# ---- block 1 ----
block_1/final_clocks.png
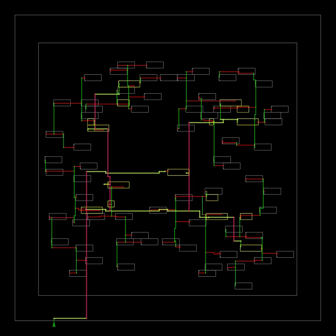

[config.mk]
export PLATFORM = sky130hd
export DESIGN_NAME = countdown_timer
export DESIGN_NICKNAME = d
export VERILOG_FILES = /design/src/rtl/timer_pkg.sv /design/src/rtl/countdown_timer.sv
export SDC_FILE = /design/constraint.sdc
export NUM_CORES = 1
export LEC_CHECK = 0
export CAP_MARGIN = 20
export CORE_MARGIN = 10
export CORE_UTILIZATION = 30
export DETAILED_ROUTE_END_ITERATION = 16
export PLACE_DENSITY = 0.49
export RECOVER_POWER = 50
export REMOVE_ABC_BUFFERS = 1
export SETUP_SLACK_MARGIN = 0.2
export SLEW_MARGIN = 20
export SYNTH_ARGS = -nofsm -noshare
export SYNTH_HDL_FRONTEND = slang
export SYNTH_SLANG_ARGS = --single-unit
[constraint.sdc]
create_clock -name clk -period 4.2 [get_ports clk]
set_input_delay 1.26 -clock clk [delete_from_list [all_inputs] [get_ports clk]]
set_output_delay 1.26 -clock clk [all_outputs]
set_load 0.01 [all_outputs]
[src/rtl/timer_pkg.sv]
// Shared types and defaults for the loadable countdown timer.
package timer_pkg;

    typedef enum logic {
        IDLE = 1'b0,
        RUN  = 1'b1
    } timer_state_t;

    localparam int TIMER_BIT_COUNT = 32;

endpackage

[src/rtl/countdown_timer.sv]
// Loadable down-counter with one-shot or auto-reload terminal-count tick.
// Load handshake: a load is taken on any cycle where load_valid && load_ready;
// load_valid without load_ready is dropped, never queued.
module countdown_timer
    import timer_pkg::*;
#(
    parameter int BIT_COUNT = TIMER_BIT_COUNT
) (
    input  logic                 clk,
    input  logic                 reset,
    input  logic                 load_valid,
    output logic                 load_ready,
    input  logic [BIT_COUNT-1:0] load_value,
    input  logic                 auto_reload,
    input  logic                 enable,
    input  logic                 abort,
    output logic [BIT_COUNT-1:0] count,
    output logic                 busy,
    output logic                 tick
);

    timer_state_t         state;
    timer_state_t         state_next;
    logic [BIT_COUNT-1:0] count_next;
    logic [BIT_COUNT-1:0] reload;
    logic [BIT_COUNT-1:0] reload_next;
    logic                 mode;
    logic                 mode_next;
    logic                 tick_next;
    logic                 accept;

    always_ff @(posedge clk) begin
        if (reset) begin
            state  <= IDLE;
            count  <= '0;
            reload <= '0;
            mode   <= 1'b0;
            busy   <= 1'b0;
            tick   <= 1'b0;
        end else begin
            state  <= state_next;
            count  <= count_next;
            reload <= reload_next;
            mode   <= mode_next;
            busy   <= (state_next == RUN);
            tick   <= tick_next;
        end
    end

    always_comb begin
        state_next  = state;
        count_next  = count;
        reload_next = reload;
        mode_next   = mode;
        tick_next   = 1'b0;
        case (state)
            IDLE: begin
                if (accept) begin
                    count_next  = load_value;
                    reload_next = load_value;
                    mode_next   = auto_reload;
                    // A zero load completes immediately without ever running.
                    if (load_value == '0) begin
                        tick_next = 1'b1;
                    end else begin
                        state_next = RUN;
                    end
                end
            end
            RUN: begin
                if (abort) begin
                    count_next = '0;
                    state_next = IDLE;
                end else if (enable) begin
                    if (count > BIT_COUNT'(1)) begin
                        count_next = count - BIT_COUNT'(1);
                    end else if (count == BIT_COUNT'(1)) begin
                        tick_next = 1'b1;
                        if (mode) begin
                            count_next = reload;
                        end else begin
                            count_next = '0;
                            state_next = IDLE;
                        end
                    end
                end
            end
            default: state_next = IDLE;
        endcase
    end

    always_comb begin
        load_ready = (state == IDLE) && !reset;
        accept     = load_valid && load_ready;
    end

endmodule

# ---- block 2 ----
<file path="config.mk">
export PLATFORM = sky130hd
export DESIGN_NAME = gf2m_arith_unit_flat
export DESIGN_NICKNAME = d
export VERILOG_FILES = /design/src/rtl/gf2m_arith_if.sv /design/src/rtl/gf2m_arith_unit.sv /design/src/flat_wrapper.sv
export SDC_FILE = /design/constraint.sdc
export NUM_CORES = 2
export LEC_CHECK = 0
export CAP_MARGIN = 10
export CORE_ASPECT_RATIO = 0.6
export CORE_UTILIZATION = 50
export CTS_CLUSTER_SIZE = 28
export DETAILED_ROUTE_END_ITERATION = 8
export GPL_ROUTABILITY_DRIVEN = 0
export PLACE_DENSITY = 0.77
export RECOVER_POWER = 100
export SKIP_CTS_REPAIR_TIMING = 1
export SLEW_MARGIN = 20
export SYNTH_ARGS = -nofsm -noshare
export SYNTH_HDL_FRONTEND = slang
export SYNTH_SLANG_ARGS = --single-unit
</file>
<file path="constraint.sdc">
create_clock -name clk -period 2.6 [get_ports clk]
set_input_delay 0.26 -clock clk [delete_from_list [all_inputs] [get_ports clk]]
set_output_delay 0.26 -clock clk [all_outputs]
set_load 0.005 [all_outputs]
</file>
<file path="src/rtl/gf2m_arith_if.sv">
// Start/done handshake and operand/result bus for the GF(2^M) arithmetic unit.
interface gf2m_arith_if #(
  parameter int M  = 163,
  parameter int KW = 8
);
  logic          start;
  logic [1:0]    mode;
  logic [KW-1:0] sqr_k;
  logic [M-1:0]  A;
  logic [M-1:0]  B;
  logic [M-1:0]  C;
  logic          busy;
  logic          done;

  modport master (output start, mode, sqr_k, A, B, input C, busy, done);
  modport slave  (input start, mode, sqr_k, A, B, output C, busy, done);
endinterface

</file>
<file path="src/rtl/gf2m_arith_unit.sv">
// Sequential GF(2^M) engine: bit-serial MSB-first multiply, k-fold squaring,
// fused multiply-then-square and field add behind one start/done handshake.
module gf2m_arith_unit #(
  parameter int           M    = 163,
  parameter logic [M-1:0] POLY = 'hC9,
  parameter int           KW   = 8
) (
  input  logic      clk,
  input  logic      rst,
  gf2m_arith_if.slave bus
);
  localparam int IW = $clog2(M);
  localparam logic [1:0] OP_MUL = 2'b00, OP_SQR = 2'b01, OP_MULSQR = 2'b10, OP_ADD = 2'b11;

  typedef enum logic [1:0] {ST_IDLE, ST_MUL, ST_SQR, ST_DONE} state_t;

  state_t        state, state_nxt;
  logic [M-1:0]  z, z_nxt, a_r, a_nxt, b_r, b_nxt, c_r, c_nxt;
  logic [1:0]    mode_r, mode_nxt;
  logic [KW-1:0] k_cnt, k_nxt;
  logic [IW-1:0] i_cnt, i_nxt;
  logic          busy_r, busy_nxt, done_r, done_nxt;
  logic [M-1:0]  z_mul, z_sqr;

  // Spread to 2M-1 bits, then fold the high terms back down from the top.
  function automatic logic [M-1:0] gf_sqr(input logic [M-1:0] v);
    logic [2*M-2:0] t;
    t = '0;
    for (int i = 0; i < M; i++) t[2*i] = v[i];
    for (int j = 2*M-2; j >= M; j--) begin
      if (t[j]) begin
        t[j-M +: M] = t[j-M +: M] ^ POLY;
        t[j]        = 1'b0;
      end
    end
    return t[M-1:0];
  endfunction

  assign z_mul = {z[M-2:0], 1'b0} ^ (z[M-1] ? POLY : '0) ^ (b_r[i_cnt] ? a_r : '0);
  assign z_sqr = gf_sqr(z);

  always_comb begin
    state_nxt = state;
    z_nxt     = z;
    a_nxt     = a_r;
    b_nxt     = b_r;
    c_nxt     = c_r;
    mode_nxt  = mode_r;
    k_nxt     = k_cnt;
    i_nxt     = i_cnt;
    busy_nxt  = busy_r;
    done_nxt  = 1'b0;
    case (state)
      ST_IDLE: begin
        if (bus.start) begin
          a_nxt    = bus.A;
          b_nxt    = bus.B;
          mode_nxt = bus.mode;
          k_nxt    = bus.sqr_k;
          busy_nxt = 1'b1;
          case (bus.mode)
            OP_MUL, OP_MULSQR: begin
              z_nxt     = '0;
              i_nxt     = IW'(M-1);
              state_nxt = ST_MUL;
            end
            OP_SQR: begin
              z_nxt     = bus.A;
              state_nxt = (bus.sqr_k != '0) ? ST_SQR : ST_DONE;
            end
            default: begin
              z_nxt     = bus.A ^ bus.B;
              state_nxt = ST_DONE;
            end
          endcase
        end
      end
      ST_MUL: begin
        z_nxt = z_mul;
        if (i_cnt == '0)
          state_nxt = (mode_r == OP_MULSQR && k_cnt != '0) ? ST_SQR : ST_DONE;
        else
          i_nxt = i_cnt - IW'(1);
      end
      ST_SQR: begin
        z_nxt = z_sqr;
        k_nxt = k_cnt - KW'(1);
        if (k_cnt == KW'(1)) state_nxt = ST_DONE;
      end
      default: begin
        // Result lands in C together with the done pulse; unit is free again.
        c_nxt     = z;
        done_nxt  = 1'b1;
        busy_nxt  = 1'b0;
        state_nxt = ST_IDLE;
      end
    endcase
  end

  always_ff @(posedge clk) begin
    if (rst) begin
      state  <= ST_IDLE;
      z      <= '0;
      a_r    <= '0;
      b_r    <= '0;
      c_r    <= '0;
      mode_r <= '0;
      k_cnt  <= '0;
      i_cnt  <= '0;
      busy_r <= 1'b0;
      done_r <= 1'b0;
    end else begin
      state  <= state_nxt;
      z      <= z_nxt;
      a_r    <= a_nxt;
      b_r    <= b_nxt;
      c_r    <= c_nxt;
      mode_r <= mode_nxt;
      k_cnt  <= k_nxt;
      i_cnt  <= i_nxt;
      busy_r <= busy_nxt;
      done_r <= done_nxt;
    end
  end

  assign bus.C    = c_r;
  assign bus.busy = busy_r;
  assign bus.done = done_r;
endmodule
</file>
<file path="src/flat_wrapper.sv">
// flat-port wrapper written by rule: the top's interface ports become plain ports
module gf2m_arith_unit_flat 
#(
  parameter int           M    = 163,
  parameter logic [M-1:0] POLY = 'hC9,
  parameter int           KW   = 8
)
  (clk, rst, bus_start, bus_mode, bus_sqr_k, bus_A, bus_B, bus_C, bus_busy, bus_done);
  gf2m_arith_if #(.M(M), .KW(KW)) bus_i ();
  input  logic clk;
  input  logic rst;
  input wire logic [$bits(bus_i.start)-1:0] bus_start;
  input wire logic [$bits(bus_i.mode)-1:0] bus_mode;
  input wire logic [$bits(bus_i.sqr_k)-1:0] bus_sqr_k;
  input wire logic [$bits(bus_i.A)-1:0] bus_A;
  input wire logic [$bits(bus_i.B)-1:0] bus_B;
  output wire logic [$bits(bus_i.C)-1:0] bus_C;
  output wire logic [$bits(bus_i.busy)-1:0] bus_busy;
  output wire logic [$bits(bus_i.done)-1:0] bus_done;
  assign bus_i.start = bus_start;
  assign bus_i.mode = bus_mode;
  assign bus_i.sqr_k = bus_sqr_k;
  assign bus_i.A = bus_A;
  assign bus_i.B = bus_B;
  assign bus_C = bus_i.C;
  assign bus_busy = bus_i.busy;
  assign bus_done = bus_i.done;
  gf2m_arith_unit #(.M(M), .POLY(POLY), .KW(KW)) u_core (.clk(clk), .rst(rst), .bus(bus_i));
endmodule
</file>
# ---- block 3 ----
==> src/rtl/cc_reorder_pkg.sv <==
// Shared types and width helpers for the R-channel reorder unit.
package cc_reorder_pkg;

  typedef enum logic [1:0] {
    IDLE = 2'd0,
    MISS = 2'd1,
    HIT  = 2'd2
  } state_t;

  function automatic int unsigned line_w_f(input int unsigned data_w, input int unsigned beats);
    return data_w * beats;
  endfunction

  function automatic int unsigned ofs_w_f(input int unsigned data_w, input int unsigned beats);
    return $clog2(line_w_f(data_w, beats) / 8);
  endfunction

  function automatic int unsigned hd_w_f(input int unsigned data_w, input int unsigned beats);
    return ofs_w_f(data_w, beats) + line_w_f(data_w, beats);
  endfunction

  function automatic int unsigned cnt_w_f(input int unsigned beats);
    return $clog2(beats);
  endfunction

  // Beat index a hit line starts from: the word holding the requested byte, or 0.
  function automatic int unsigned start_idx_f(input int unsigned byte_ofs,
                                              input int unsigned data_w,
                                              input int unsigned beats,
                                              input int unsigned wrap_en);
    if (wrap_en != 0) return (byte_ofs >> $clog2(data_w / 8)) % beats;
    return 0;
  endfunction

endpackage

==> src/rtl/cc_reorder_unit_param_if.sv <==
// Memory R, INCT R and hit-flag/hit-data push signals of the reorder unit.
interface cc_reorder_unit_param_if #(
  parameter int unsigned DATA_W = 64,
  parameter int unsigned BEATS  = 8
);
  import cc_reorder_pkg::*;

  localparam int unsigned HD_W = hd_w_f(DATA_W, BEATS);

  logic [DATA_W-1:0] mem_rdata_i;
  logic              mem_rlast_i;
  logic              mem_rvalid_i;
  logic              mem_rready_o;
  logic              hit_flag_fifo_afull_o;
  logic              hit_flag_fifo_wren_i;
  logic              hit_flag_fifo_wdata_i;
  logic              hit_data_fifo_afull_o;
  logic              hit_data_fifo_wren_i;
  logic [HD_W-1:0]   hit_data_fifo_wdata_i;
  logic [DATA_W-1:0] inct_rdata_o;
  logic              inct_rlast_o;
  logic              inct_rvalid_o;
  logic              inct_rready_i;
  logic [1:0]        err_o;

  modport slave (
    input  mem_rdata_i, mem_rlast_i, mem_rvalid_i,
    input  hit_flag_fifo_wren_i, hit_flag_fifo_wdata_i,
    input  hit_data_fifo_wren_i, hit_data_fifo_wdata_i,
    input  inct_rready_i,
    output mem_rready_o, hit_flag_fifo_afull_o, hit_data_fifo_afull_o,
    output inct_rdata_o, inct_rlast_o, inct_rvalid_o, err_o
  );

  modport master (
    output mem_rdata_i, mem_rlast_i, mem_rvalid_i,
    output hit_flag_fifo_wren_i, hit_flag_fifo_wdata_i,
    output hit_data_fifo_wren_i, hit_data_fifo_wdata_i,
    output inct_rready_i,
    input  mem_rready_o, hit_flag_fifo_afull_o, hit_data_fifo_afull_o,
    input  inct_rdata_o, inct_rlast_o, inct_rvalid_o, err_o
  );

endinterface

==> src/rtl/cc_reorder_unit_param_fifo.sv <==
// CC FIFO: synchronous show-ahead FIFO; pushes to a full FIFO are dropped and flagged.
module cc_reorder_unit_param_fifo #(
  parameter int unsigned W     = 1,
  parameter int unsigned DEPTH = 4,
  parameter int unsigned AFULL = 2
) (
  input  logic         clk,
  input  logic         rst_n,
  input  logic         wren,
  input  logic [W-1:0] wdata,
  input  logic         rden,
  output logic [W-1:0] rdata_c,
  output logic         empty_c,
  output logic         afull_c,
  output logic         ovf_c
);

  localparam int unsigned PTR_W = (DEPTH > 1) ? $clog2(DEPTH) : 1;
  localparam int unsigned CNT_W = $clog2(DEPTH + 1);

  logic [W-1:0]     mem_q [DEPTH];
  logic [PTR_W-1:0] wptr_q, rptr_q;
  logic [CNT_W-1:0] count_q;
  logic             full, push_ok, pop_ok;

  assign full    = (count_q == CNT_W'(DEPTH));
  assign empty_c = (count_q == '0);
  assign pop_ok  = rden && !empty_c;
  // A pop in the same cycle frees the slot, so push+pop on full is legal.
  assign push_ok = wren && (!full || pop_ok);
  assign ovf_c   = wren && !push_ok;
  assign afull_c = ((CNT_W'(DEPTH) - count_q) <= CNT_W'(AFULL));
  assign rdata_c = mem_q[rptr_q];

  always_ff @(posedge clk or negedge rst_n) begin
    if (!rst_n) begin
      wptr_q  <= '0;
      rptr_q  <= '0;
      count_q <= '0;
    end else begin
      if (push_ok) wptr_q <= (wptr_q == PTR_W'(DEPTH - 1)) ? '0 : wptr_q + PTR_W'(1);
      if (pop_ok)  rptr_q <= (rptr_q == PTR_W'(DEPTH - 1)) ? '0 : rptr_q + PTR_W'(1);
      count_q <= count_q + CNT_W'(push_ok) - CNT_W'(pop_ok);
    end
  end

  always_ff @(posedge clk) begin
    if (push_ok) mem_q[wptr_q] <= wdata;
  end

endmodule

==> src/rtl/cc_reorder_unit_param.sv <==
// R-channel reorder unit: merges memory miss bursts and buffered hit lines
// back to INCT in request order, as dictated by the hit-flag stream.
module cc_reorder_unit_param
  import cc_reorder_pkg::*;
#(
  parameter int unsigned DATA_W      = 64,
  parameter int unsigned BEATS       = 8,
  parameter int unsigned WRAP_EN     = 1,
  parameter int unsigned FLAG_DEPTH  = 4,
  parameter int unsigned FLAG_AFULL  = 2,
  parameter int unsigned HDATA_DEPTH = 2,
  parameter int unsigned HDATA_AFULL = 1
) (
  input logic                    clk,
  input logic                    rst_n,
  cc_reorder_unit_param_if.slave bus
);

  localparam int unsigned LINE_W = line_w_f(DATA_W, BEATS);
  localparam int unsigned OFS_W  = ofs_w_f(DATA_W, BEATS);
  localparam int unsigned HD_W   = hd_w_f(DATA_W, BEATS);
  localparam int unsigned CNT_W  = cnt_w_f(BEATS);

  state_t              state_q, state_d;
  logic [CNT_W-1:0]    cnt_q, cnt_d, start_q, idx;
  logic [LINE_W-1:0]   line_q;
  logic [1:0]          err_q;
  logic                flag_head, flag_empty, flag_ovf, flag_pop;
  logic [HD_W-1:0]     hd_head;
  logic                hd_empty, hd_ovf, hd_pop;
  logic                load, done, err0_set;
  logic                rvalid_c, rlast_c, rready_c;
  logic [DATA_W-1:0]   rdata_c;

  cc_reorder_unit_param_fifo #(.W(1), .DEPTH(FLAG_DEPTH), .AFULL(FLAG_AFULL)) u_flag_fifo (
    .clk     (clk),
    .rst_n   (rst_n),
    .wren    (bus.hit_flag_fifo_wren_i),
    .wdata   (bus.hit_flag_fifo_wdata_i),
    .rden    (flag_pop),
    .rdata_c (flag_head),
    .empty_c (flag_empty),
    .afull_c (bus.hit_flag_fifo_afull_o),
    .ovf_c   (flag_ovf)
  );

  cc_reorder_unit_param_fifo #(.W(HD_W), .DEPTH(HDATA_DEPTH), .AFULL(HDATA_AFULL)) u_hdata_fifo (
    .clk     (clk),
    .rst_n   (rst_n),
    .wren    (bus.hit_data_fifo_wren_i),
    .wdata   (bus.hit_data_fifo_wdata_i),
    .rden    (hd_pop),
    .rdata_c (hd_head),
    .empty_c (hd_empty),
    .afull_c (bus.hit_data_fifo_afull_o),
    .ovf_c   (hd_ovf)
  );

  // Natural CNT_W-bit wrap gives the critical-word-first order.
  assign idx = start_q + cnt_q;

  always_comb begin
    state_d  = state_q;
    cnt_d    = cnt_q;
    flag_pop = 1'b0;
    hd_pop   = 1'b0;
    load     = 1'b0;
    done     = 1'b0;
    err0_set = 1'b0;
    rvalid_c = 1'b0;
    rlast_c  = 1'b0;
    rready_c = 1'b0;
    rdata_c  = '0;
    case (state_q)
      MISS: begin
        rvalid_c = bus.mem_rvalid_i;
        rdata_c  = bus.mem_rdata_i;
        rlast_c  = bus.mem_rlast_i;
        rready_c = bus.inct_rready_i;
        if (bus.mem_rvalid_i && bus.inct_rready_i) begin
          cnt_d    = cnt_q + CNT_W'(1);
          err0_set = (bus.mem_rlast_i != (cnt_q == CNT_W'(BEATS - 1)));
          done     = bus.mem_rlast_i;
        end
      end
      HIT: begin
        rvalid_c = 1'b1;
        rdata_c  = line_q[idx*DATA_W +: DATA_W];
        rlast_c  = (cnt_q == CNT_W'(BEATS - 1));
        if (bus.inct_rready_i) begin
          cnt_d = cnt_q + CNT_W'(1);
          done  = rlast_c;
        end
      end
      default: ;
    endcase
    // Dispatch from IDLE, or straight out of a final beat for zero-bubble chaining.
    if (state_q == IDLE || done) begin
      state_d = IDLE;
      cnt_d   = '0;
      if (!flag_empty) begin
        if (!flag_head) begin
          flag_pop = 1'b1;
          state_d  = MISS;
        end else if (!hd_empty) begin
          flag_pop = 1'b1;
          hd_pop   = 1'b1;
          load     = 1'b1;
          state_d  = HIT;
        end
      end
    end
  end

  always_ff @(posedge clk or negedge rst_n) begin
    if (!rst_n) begin
      state_q <= IDLE;
      cnt_q   <= '0;
      start_q <= '0;
      err_q   <= '0;
    end else begin
      state_q <= state_d;
      cnt_q   <= cnt_d;
      if (load) start_q <= CNT_W'(start_idx_f(32'(hd_head[HD_W-1 -: OFS_W]), DATA_W, BEATS, WRAP_EN));
      err_q <= err_q | {flag_ovf || hd_ovf, err0_set};
    end
  end

  always_ff @(posedge clk) begin
    if (load) line_q <= hd_head[LINE_W-1:0];
  end

  assign bus.inct_rvalid_o = rvalid_c;
  assign bus.inct_rdata_o  = rdata_c;
  assign bus.inct_rlast_o  = rlast_c;
  assign bus.mem_rready_o  = rready_c;
  assign bus.err_o         = err_q;

endmodule
==> src/flat_wrapper.sv <==
// flat-port wrapper written by rule: the top's interface ports become plain ports
module cc_reorder_unit_param_flat import cc_reorder_pkg::*;
#(
  parameter int unsigned DATA_W      = 64,
  parameter int unsigned BEATS       = 8,
  parameter int unsigned WRAP_EN     = 1,
  parameter int unsigned FLAG_DEPTH  = 4,
  parameter int unsigned FLAG_AFULL  = 2,
  parameter int unsigned HDATA_DEPTH = 2,
  parameter int unsigned HDATA_AFULL = 1
)
  (clk, rst_n, bus_mem_rdata_i, bus_mem_rlast_i, bus_mem_rvalid_i, bus_hit_flag_fifo_wren_i, bus_hit_flag_fifo_wdata_i, bus_hit_data_fifo_wren_i, bus_hit_data_fifo_wdata_i, bus_inct_rready_i, bus_mem_rready_o, bus_hit_flag_fifo_afull_o, bus_hit_data_fifo_afull_o, bus_inct_rdata_o, bus_inct_rlast_o, bus_inct_rvalid_o, bus_err_o);
  cc_reorder_unit_param_if #(.DATA_W(DATA_W), .BEATS(BEATS)) bus_i ();
  input logic clk;
  input logic rst_n;
  input wire logic [$bits(bus_i.mem_rdata_i)-1:0] bus_mem_rdata_i;
  input wire logic [$bits(bus_i.mem_rlast_i)-1:0] bus_mem_rlast_i;
  input wire logic [$bits(bus_i.mem_rvalid_i)-1:0] bus_mem_rvalid_i;
  input wire logic [$bits(bus_i.hit_flag_fifo_wren_i)-1:0] bus_hit_flag_fifo_wren_i;
  input wire logic [$bits(bus_i.hit_flag_fifo_wdata_i)-1:0] bus_hit_flag_fifo_wdata_i;
  input wire logic [$bits(bus_i.hit_data_fifo_wren_i)-1:0] bus_hit_data_fifo_wren_i;
  input wire logic [$bits(bus_i.hit_data_fifo_wdata_i)-1:0] bus_hit_data_fifo_wdata_i;
  input wire logic [$bits(bus_i.inct_rready_i)-1:0] bus_inct_rready_i;
  output wire logic [$bits(bus_i.mem_rready_o)-1:0] bus_mem_rready_o;
  output wire logic [$bits(bus_i.hit_flag_fifo_afull_o)-1:0] bus_hit_flag_fifo_afull_o;
  output wire logic [$bits(bus_i.hit_data_fifo_afull_o)-1:0] bus_hit_data_fifo_afull_o;
  output wire logic [$bits(bus_i.inct_rdata_o)-1:0] bus_inct_rdata_o;
  output wire logic [$bits(bus_i.inct_rlast_o)-1:0] bus_inct_rlast_o;
  output wire logic [$bits(bus_i.inct_rvalid_o)-1:0] bus_inct_rvalid_o;
  output wire logic [$bits(bus_i.err_o)-1:0] bus_err_o;
  assign bus_i.mem_rdata_i = bus_mem_rdata_i;
  assign bus_i.mem_rlast_i = bus_mem_rlast_i;
  assign bus_i.mem_rvalid_i = bus_mem_rvalid_i;
  assign bus_i.hit_flag_fifo_wren_i = bus_hit_flag_fifo_wren_i;
  assign bus_i.hit_flag_fifo_wdata_i = bus_hit_flag_fifo_wdata_i;
  assign bus_i.hit_data_fifo_wren_i = bus_hit_data_fifo_wren_i;
  assign bus_i.hit_data_fifo_wdata_i = bus_hit_data_fifo_wdata_i;
  assign bus_i.inct_rready_i = bus_inct_rready_i;
  assign bus_mem_rready_o = bus_i.mem_rready_o;
  assign bus_hit_flag_fifo_afull_o = bus_i.hit_flag_fifo_afull_o;
  assign bus_hit_data_fifo_afull_o = bus_i.hit_data_fifo_afull_o;
  assign bus_inct_rdata_o = bus_i.inct_rdata_o;
  assign bus_inct_rlast_o = bus_i.inct_rlast_o;
  assign bus_inct_rvalid_o = bus_i.inct_rvalid_o;
  assign bus_err_o = bus_i.err_o;
  cc_reorder_unit_param #(.DATA_W(DATA_W), .BEATS(BEATS), .WRAP_EN(WRAP_EN), .FLAG_DEPTH(FLAG_DEPTH), .FLAG_AFULL(FLAG_AFULL), .HDATA_DEPTH(HDATA_DEPTH), .HDATA_AFULL(HDATA_AFULL)) u_core (.clk(clk), .rst_n(rst_n), .bus(bus_i));
endmodule
==> config.mk <==
export PLATFORM = sky130hd
export DESIGN_NAME = cc_reorder_unit_param_flat
export DESIGN_NICKNAME = d
export VERILOG_FILES = /design/src/rtl/cc_reorder_pkg.sv /design/src/rtl/cc_reorder_unit_param_if.sv /design/src/rtl/cc_reorder_unit_param_fifo.sv /design/src/rtl/cc_reorder_unit_param.sv /design/src/flat_wrapper.sv
export SDC_FILE = /design/constraint.sdc
export NUM_CORES = 2
export LEC_CHECK = 0
export CAP_MARGIN = 20
export CORE_MARGIN = 2
export CORE_UTILIZATION = 40
export CTS_BUF_LIST = sky130_fd_sc_hd__clkbuf_16
export DETAILED_ROUTE_END_ITERATION = 7
export PLACE_DENSITY = 0.57
export SLEW_MARGIN = 20
export SYNTH_ARGS = -nofsm -noshare
export SYNTH_HDL_FRONTEND = slang
export SYNTH_SLANG_ARGS = --single-unit
==> constraint.sdc <==
create_clock -name clk -period 32.2 [get_ports clk]
set_input_delay 9.66 -clock clk [delete_from_list [all_inputs] [get_ports clk]]
set_output_delay 9.66 -clock clk [all_outputs]
set_load 0.05 [all_outputs]
# ---- block 4 ----
### src/rtl/regpair_sequencer.sv
// Register-pair sequencer: turns one start request into the read/modify/write
// sequence needed for 16-bit pair READ, LOAD, INX and DCX on an 8-bit registerfile.
module regpair_sequencer #(
   parameter int DATASIZE = 8,
   parameter int REGBIT   = 3
) (
   input  logic                    clk,
   input  logic                    rst,
   input  logic                    start,
   input  logic [1:0]              cmd,
   input  logic [REGBIT-2:0]       psel,
   input  logic [2*DATASIZE-1:0]   pdin,
   output logic                    busy,
   output logic                    done,
   output logic [2*DATASIZE-1:0]   pdata,
   output logic                    wrenb,
   output logic [REGBIT-1:0]       waddr,
   output logic [DATASIZE-1:0]     wdata,
   output logic                    r1enb,
   output logic                    r2enb,
   output logic [REGBIT-1:0]       r1add,
   output logic [REGBIT-1:0]       r2add,
   input  logic [DATASIZE-1:0]     r1dat,
   input  logic [DATASIZE-1:0]     r2dat
);

   localparam int PW = 2 * DATASIZE;

   typedef enum logic [2:0] {IDLE, RDEN, RDCAP, WRLO, WRHI, DONE} state_e;
   typedef enum logic [1:0] {C_READ = 2'b00, C_LOAD = 2'b01, C_INX = 2'b10, C_DCX = 2'b11} cmd_e;

   state_e            state;
   cmd_e              lcmd;
   logic [REGBIT-2:0] lpsel;
   logic [PW-1:0]     result;
   logic [PW-1:0]     operand;
   logic [PW-1:0]     step;

   assign operand = {r1dat, r2dat};
   assign step    = (lcmd == C_DCX) ? operand - PW'(1) : operand + PW'(1);

   // Outputs are set on the edge entering each state so they line up with it.
   always_ff @(posedge clk or negedge rst) begin
      if (!rst) begin
         state  <= IDLE;
         lcmd   <= C_READ;
         lpsel  <= '0;
         result <= '0;
         busy   <= 1'b0;
         done   <= 1'b0;
         pdata  <= '0;
         wrenb  <= 1'b0;
         waddr  <= '0;
         wdata  <= '0;
         r1enb  <= 1'b0;
         r2enb  <= 1'b0;
         r1add  <= '0;
         r2add  <= '0;
      end else begin
         done <= 1'b0;
         case (state)
            IDLE: begin
               if (start) begin
                  lcmd  <= cmd_e'(cmd);
                  lpsel <= psel;
                  busy  <= 1'b1;
                  if (cmd_e'(cmd) == C_LOAD) begin
                     result <= pdin;
                     wrenb  <= 1'b1;
                     waddr  <= {psel, 1'b1};
                     wdata  <= pdin[DATASIZE-1:0];
                     state  <= WRLO;
                  end else begin
                     r1enb <= 1'b1;
                     r2enb <= 1'b1;
                     r1add <= {psel, 1'b0};
                     r2add <= {psel, 1'b1};
                     state <= RDEN;
                  end
               end
            end
            RDEN: state <= RDCAP;
            RDCAP: begin
               r1enb <= 1'b0;
               r2enb <= 1'b0;
               if (lcmd == C_READ) begin
                  pdata <= operand;
                  done  <= 1'b1;
                  state <= DONE;
               end else begin
                  result <= step;
                  wrenb  <= 1'b1;
                  waddr  <= {lpsel, 1'b1};
                  wdata  <= step[DATASIZE-1:0];
                  state  <= WRLO;
               end
            end
            WRLO: begin
               waddr <= {lpsel, 1'b0};
               wdata <= result[PW-1:DATASIZE];
               state <= WRHI;
            end
            WRHI: begin
               wrenb <= 1'b0;
               pdata <= result;
               done  <= 1'b1;
               state <= DONE;
            end
            DONE: begin
               busy  <= 1'b0;
               state <= IDLE;
            end
            default: state <= IDLE;
         endcase
      end
   end

endmodule

### config.mk
export PLATFORM = sky130hd
export DESIGN_NAME = regpair_sequencer
export DESIGN_NICKNAME = d
export VERILOG_FILES = /design/src/rtl/regpair_sequencer.sv
export SDC_FILE = /design/constraint.sdc
export NUM_CORES = 1
export LEC_CHECK = 0
export CORE_MARGIN = 3
export CORE_UTILIZATION = 45
export CTS_CLUSTER_SIZE = 40
export DETAILED_ROUTE_END_ITERATION = 8
export GPL_TIMING_DRIVEN = 0
export PLACE_DENSITY = 0.74
export SETUP_SLACK_MARGIN = 0.2
export SYNTH_ARGS = -nofsm -noshare
export SYNTH_HDL_FRONTEND = slang
export SYNTH_SLANG_ARGS = --single-unit
### constraint.sdc
create_clock -name clk -period 3.24 [get_ports clk]
set_clock_uncertainty 0.1 [all_clocks]
set_input_delay 0.486 -clock clk [delete_from_list [all_inputs] [get_ports clk]]
set_output_delay 0.486 -clock clk [all_outputs]
set_load 0.01 [all_outputs]
block_1/cell_classes.png
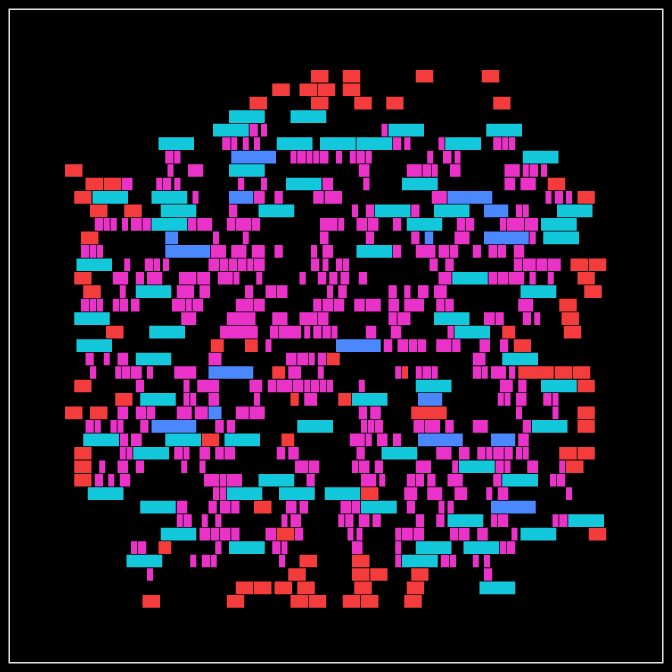
legend:
  magenta:
    class: all other logic
    cells: 412
  cyan:
    class: flip-flops
    cells: 67
  red:
    class: other buffers and delay cells
    cells: 84
  blue:
    class: clock drivers and dummy loads
    cells: 16

## Picture notes: block_1/final_clocks.png
number of clock-tree buffers in the layout: 13
clock group total power: 757 uW

==> notes.md, block 1 <==
Notes on the physical design

The flow ran to the end, and the final reports show no timing, DRC or antenna violations. The net switching power of the design is 615 uW. The cell with the biggest individual delay on the critical path is sky130_fd_sc_hd__dlygate4sd3_1.

The timing report notes that buffer and inverter cells on the critical path total 2. The met2 usage is 23.6%. From bottom edge to top edge, the die measures 132 microns. Of the available clock period, the critical path in the final layout requires 93.6%.

The met3 usage is 4.00%. The floorplan step defined a core boundary enclosing 0.0121 sq mm. The report puts the hold buffer count at CTS at 0. The worst register-to-register path has a depth of 6. The post-synth area from yosys stat is 0.00374 sq mm. Among all cell classes, the greatest summed area belongs to logic gates. The class of the worst hold path is flop to flop. The multi-input combinational cells in the finished layout cover a total of 0.00222 sq mm. Total power for the finished layout comes to 1.96 mW.

IR analysis of the VDD net gives a maximum drop of 191 uV. The final timing report lists clock skew as 0.00534 ns. Across the whole layout, multi-input logic makes up 45.1% of the cell area. Walking the worst path, the cells encountered are dlygate4sd3_1 -> nor2_1 -> clkdlybuf4s50_1.

The sum of negative setup slack is 0 ns. Global routing consumed, over all layers together, 15.5% of the routing resources. The cell area after layout is 0.00492 sq mm.

In this run the mean area of a mapped cell was 7.27 sq um. The layout sequential cell count is 67. The slew of the pin with the lowest slew margin is 1.16 ns.

The worst path setup slack after routing is 0.269 ns.
## block 1: routing by layer
layer / up-vias / share of wire (%) / wire (microns)
li1: 1991 / - / -
met1: 1904 / 47 / 6280
met2: 129 / 45 / 6040
met3: 24 / 6.2 / 828
met4: 0 / 1.9 / 249
met5: - / 0 / 0
## block 1: cells in the final DEF, fill, tap and decap left out, drive strengths merged, types with 17 or more instances in the layout
cell type      synthesis  final
nor4                  19     19
a21oi                 20     20
nand2                113    113
dfxtp                 67     67
nor2                  27     27
a31oi                 21     21
clkdlybuf4s50          0     37
nor3                  17     17
dlygate4sd3            0     35
o21ai                 85     85
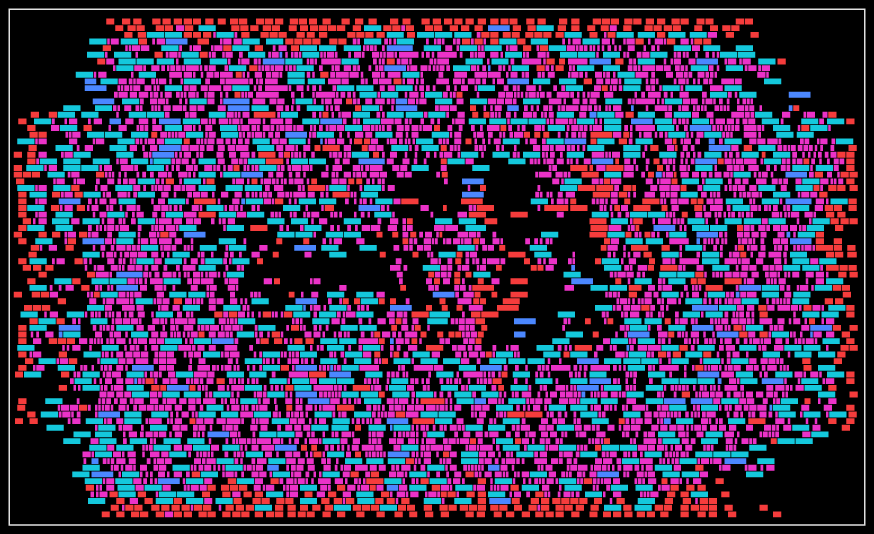
block_2/cell_classes.png
legend:
  cyan:
    class: flip-flops
    cells: 674
  red:
    class: other buffers and delay cells
    cells: 726
  blue:
    class: clock drivers and dummy loads
    cells: 114
  magenta:
    class: all other logic
    cells: 3,468
sequential portion of the cell area: 29.5%
final instance area: 0.0458 sq mm
placeable core area: 0.0706 sq mm
Core Rows: 75
post-layout util: 64.9%

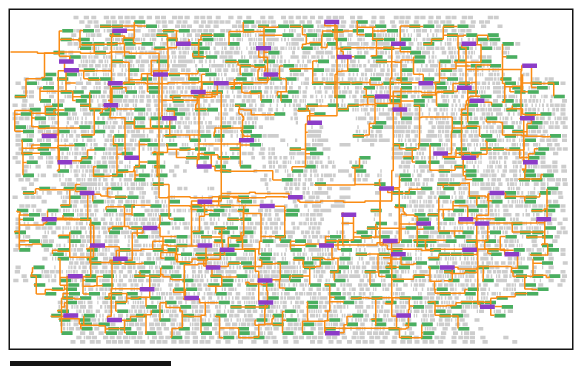
block_2/clock_map.png
Scale bar: 100 microns.
legend:
  purple:
    item: cells driving clock nets
    count: 66
  orange:
    item: clock wires
    length: 8,970 microns
  green:
    item: flip-flops
    count: 674
flops lie: spread over the die
routed clock nets: 67

==> notes.md, block 2 <==
Notes on the physical design

The flow ran to the end, but the final reports show violations. The final reports fail on setup timing. The count of final setup violators is 458. Including well taps, the total number of placed cells is 5,802. The clock buffer count is 93. The first-pass GRT wire length is 201,000 microns. The yosys stat cell total is 4,557.

The top cell class by occupied area is logic gates. The worst path in the final design needs a cycle of 3.20 ns, including I/O delays and setup. The share of total power dissipated in sequential elements is 32.5%.

Per the synthesis report, the dominant area consumer among library cells is sky130_fd_sc_hd__dfxtp_1. As reported, the later end of the worst-skew pair has a clock insertion delay of 0.64 ns. The detailed-route wire length on metal 1 is 56,100 microns. The overall track demand over capacity in global routing is 35.4%. The worst setup path is captured at a flop. The via density per instance is 6.01. The final timing report gives a worst setup slack of -0.596 ns. The final wirelength is 138,000 microns. Counting the warning lines in the Yosys log gives 0.

The post-synthesis instance total is 4,557. The switching part of the total power is 42.7%. The cell with the biggest individual delay on the critical path is sky130_fd_sc_hd__mux4_2.
block 2: cell families (layout without fill, tap and decap cells):
| logic type | after synthesis | after routing | synth area share, % |
|---|---|---|---|
| other | 0 | 17 | 0 |
| buffers and inverters | 582 | 1007 | 6.69 |
| XOR/XNOR | 415 | 415 | 10.1 |
| flip-flops | 674 | 674 | 37.4 |
| AND-OR/OR-AND | 910 | 910 | 15.6 |
| multiplexers | 380 | 380 | 11.9 |
| AND/OR/NAND/NOR | 1586 | 1586 | 17.9 |
| adder cells (fa/ha/maj) | 10 | 10 | 0.347 |
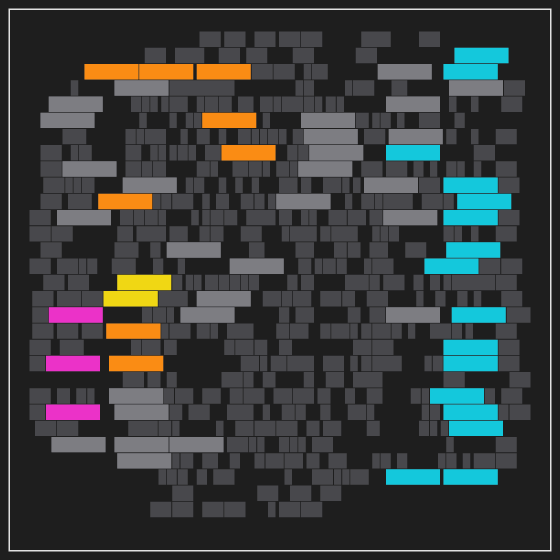
block_4/registers.png
legend:
  yellow:
    netlist_name: `lcmd`
    flops: 2
  magenta:
    netlist_name: `r2add`
    flops: 3
  cyan:
    netlist_name: `pdata`
    flops: 16
  orange:
    netlist_name: `wdata`
    flops: 8

==> notes.md, block 4 <==
Notes on the physical design

Per STA, the endpoint of the critical path is result[14]. The total number of tap cells is 96. The power dissipated in combinational cells is 2.01 mW. For reference, the final report shows the max-slew violation count at 0. Excluding fillers, the count of instances in the completed layout stands at 543. Once layout is done, the placed cells without fillers occupy 0.00427 sq mm. The count of unique library cells instantiated by Yosys is 54.

Cells with a size suffix above 1 make up 10.7% of the layout. The worst hold path begins at r2add[0]. The minimum hold slack is 0.374 ns. The net switching power of the design is 1.62 mW. The run finished with clean final reports. The cell with the biggest individual delay on the critical path is sky130_fd_sc_hd__dfrtp_1.

The destination of the worst register-to-register timing path is result[14]. 77 I/O pins were placed. The post-route core utilization is 62.2%. All stages included, the depth of the critical timing path comes to 10. The slew of the pin with the lowest slew margin is 0.789 ns.
==> block 4: metal layers <==
layer  GRT usage, %  routed length (microns)
met1           32.4                     4140
met2           36.2                     4220
met3           4.17                      695
met4           8.29                      198
met5              0                        0
==> block 4: worst min-delay path by stage <==
stage / end / cells past startpoint
5_1_grt: pdata[11] / 2
6_report: r2add[0] / 1
3_5_place_dp: pdata[15] / 1
4_1_cts: r2add[0] / 1
3_3_place_gp: r2add[0] / 1
2_1_floorplan: busy / 0
==> block 4: timing repair <==
item | 4_1_cts | 5_1_grt
hold endpoints to repair | 17 | 0
hold buffers | 1 | 0
gates resized | 0 | 0
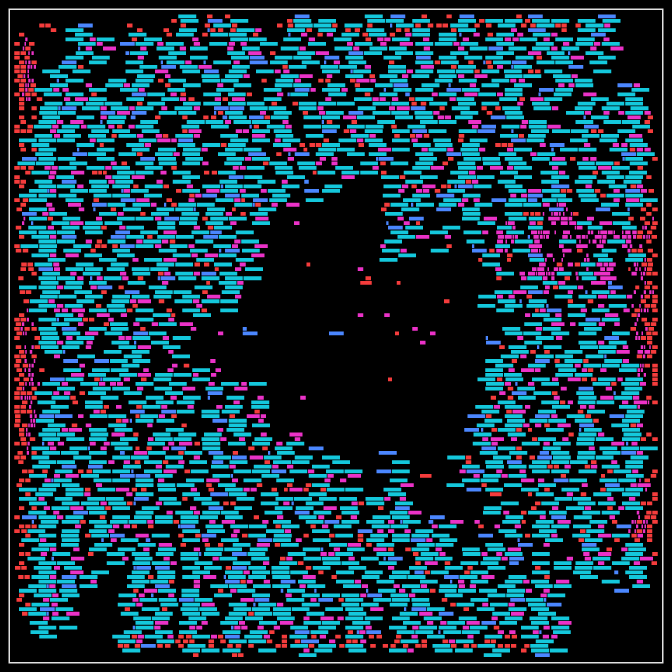
block_3/cell_classes.png
legend:
  red:
    class: other buffers and delay cells
    cells: 690
  magenta:
    class: all other logic
    cells: 951
  blue:
    class: clock drivers and dummy loads
    cells: 295
  cyan:
    class: flip-flops
    cells: 1,567
post-layout util: 49.8%
placeable core area: 0.145 sq mm

==> notes.md, block 3 <==
Notes on the physical design

The number of cells on the worst hold path is 1. STA lists the maximum fanout along the critical path as 1. The wire length per cell is 26.1 microns.

The data arrival time of the critical path is 11.49 ns. Registers take 0.0470 sq mm. The post-synth area from yosys stat is 0.0583 sq mm. The run finished with clean final reports. The global routing's busiest layer is met2. The first detailed-routing pass ran for 5 iterations. Per the post-synthesis report, the nets total 3,236.

The met2 usage is 33.1%. VDD sags by at most 106 uV. The number of hold buffers added after CTS was 0. Combinational logic is responsible for 35.4% of the overall power. The diode insertion count for antenna repair is 18. The top cell class by occupied area is registers. The timing endpoint of the critical path is bus_inct_rdata_o[13]. The required time at the worst-slack endpoint is 22.54 ns. The most used flip-flop cell after synthesis is sky130_fd_sc_hd__edfxtp_1.

The count of H-tree levels built during CTS is 4. The most frequent cell on the critical path is sky130_fd_sc_hd__clkdlybuf4s50_1. The adder-cell share of the synthesized area is 0.540%.

Of the total standard cell area in the layout, the multi-input combinational portion is 14.9%. The cell area that synthesis handed to floorplanning was 0.0583 sq mm. The biggest area consumer among synthesized cells is sky130_fd_sc_hd__edfxtp_1. Among the non-sequential cells, multiplexers take the most area. The worst setup path is captured at a primary output.

The clock net in this run drives a total of 1,567 sinks. The analysis attributes to cell leakage a power of 23.8 nW.
==> block 3: state kept, by name (all words and copies together), names as in the netlist <==
name / cells
u_core.u_hdata_fifo.mem_q: 1030
u_core.bus.err_o: 2
u_core.u_flag_fifo.wptr_q: 2
u_core.state_q: 2
u_core.u_hdata_fifo.rptr_q: 1
u_core.u_hdata_fifo.wptr_q: 1
u_core.u_flag_fifo.mem_q: 4
u_core.cnt_q: 3
u_core.line_q: 512
u_core.start_q: 3
u_core.u_hdata_fifo.count_q: 2
u_core.u_flag_fifo.count_q: 3
u_core.u_flag_fifo.rptr_q: 2


==> notes/layouts.md <==
Pictures saved along the way, in no particular order.

The clock network.
picture 1
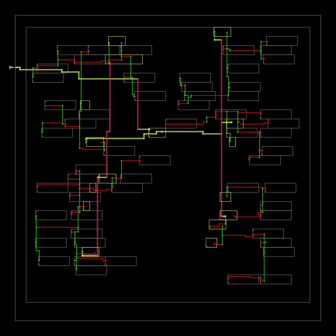
picture 2
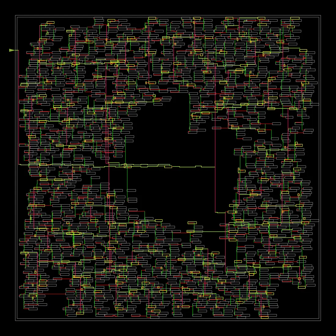
picture 3
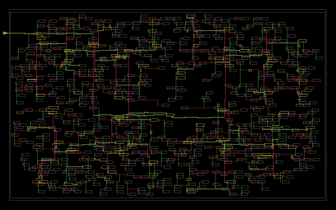
| picture | from |
|---|---|
| picture 3 | block 2 |
| picture 2 | block 3 |
| picture 1 | block 4 |
- fewest clock buffers: picture 1


==> gallery <==
Clock distribution.
(a)
Scale bar: 50 microns.
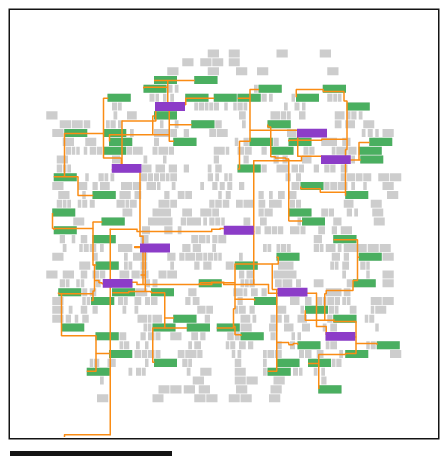
(b)
Scale bar: 100 microns.
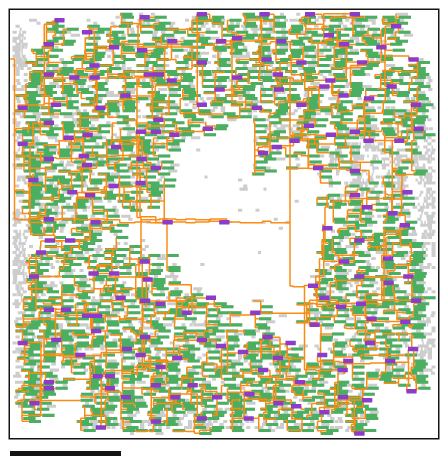
(c)
Scale bar: 20 microns.
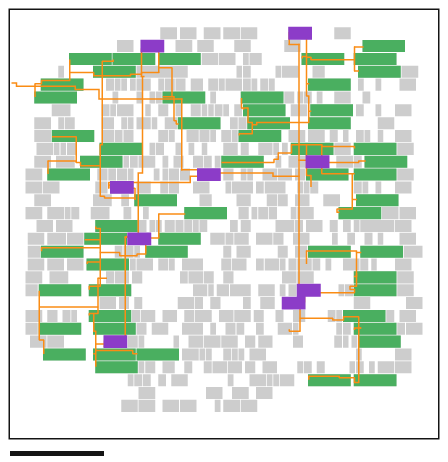
(c) -> block 4
(a) -> block 1
(b) -> block 3

Power figures rest on the tool's default switching activity, not on a simulated workload.
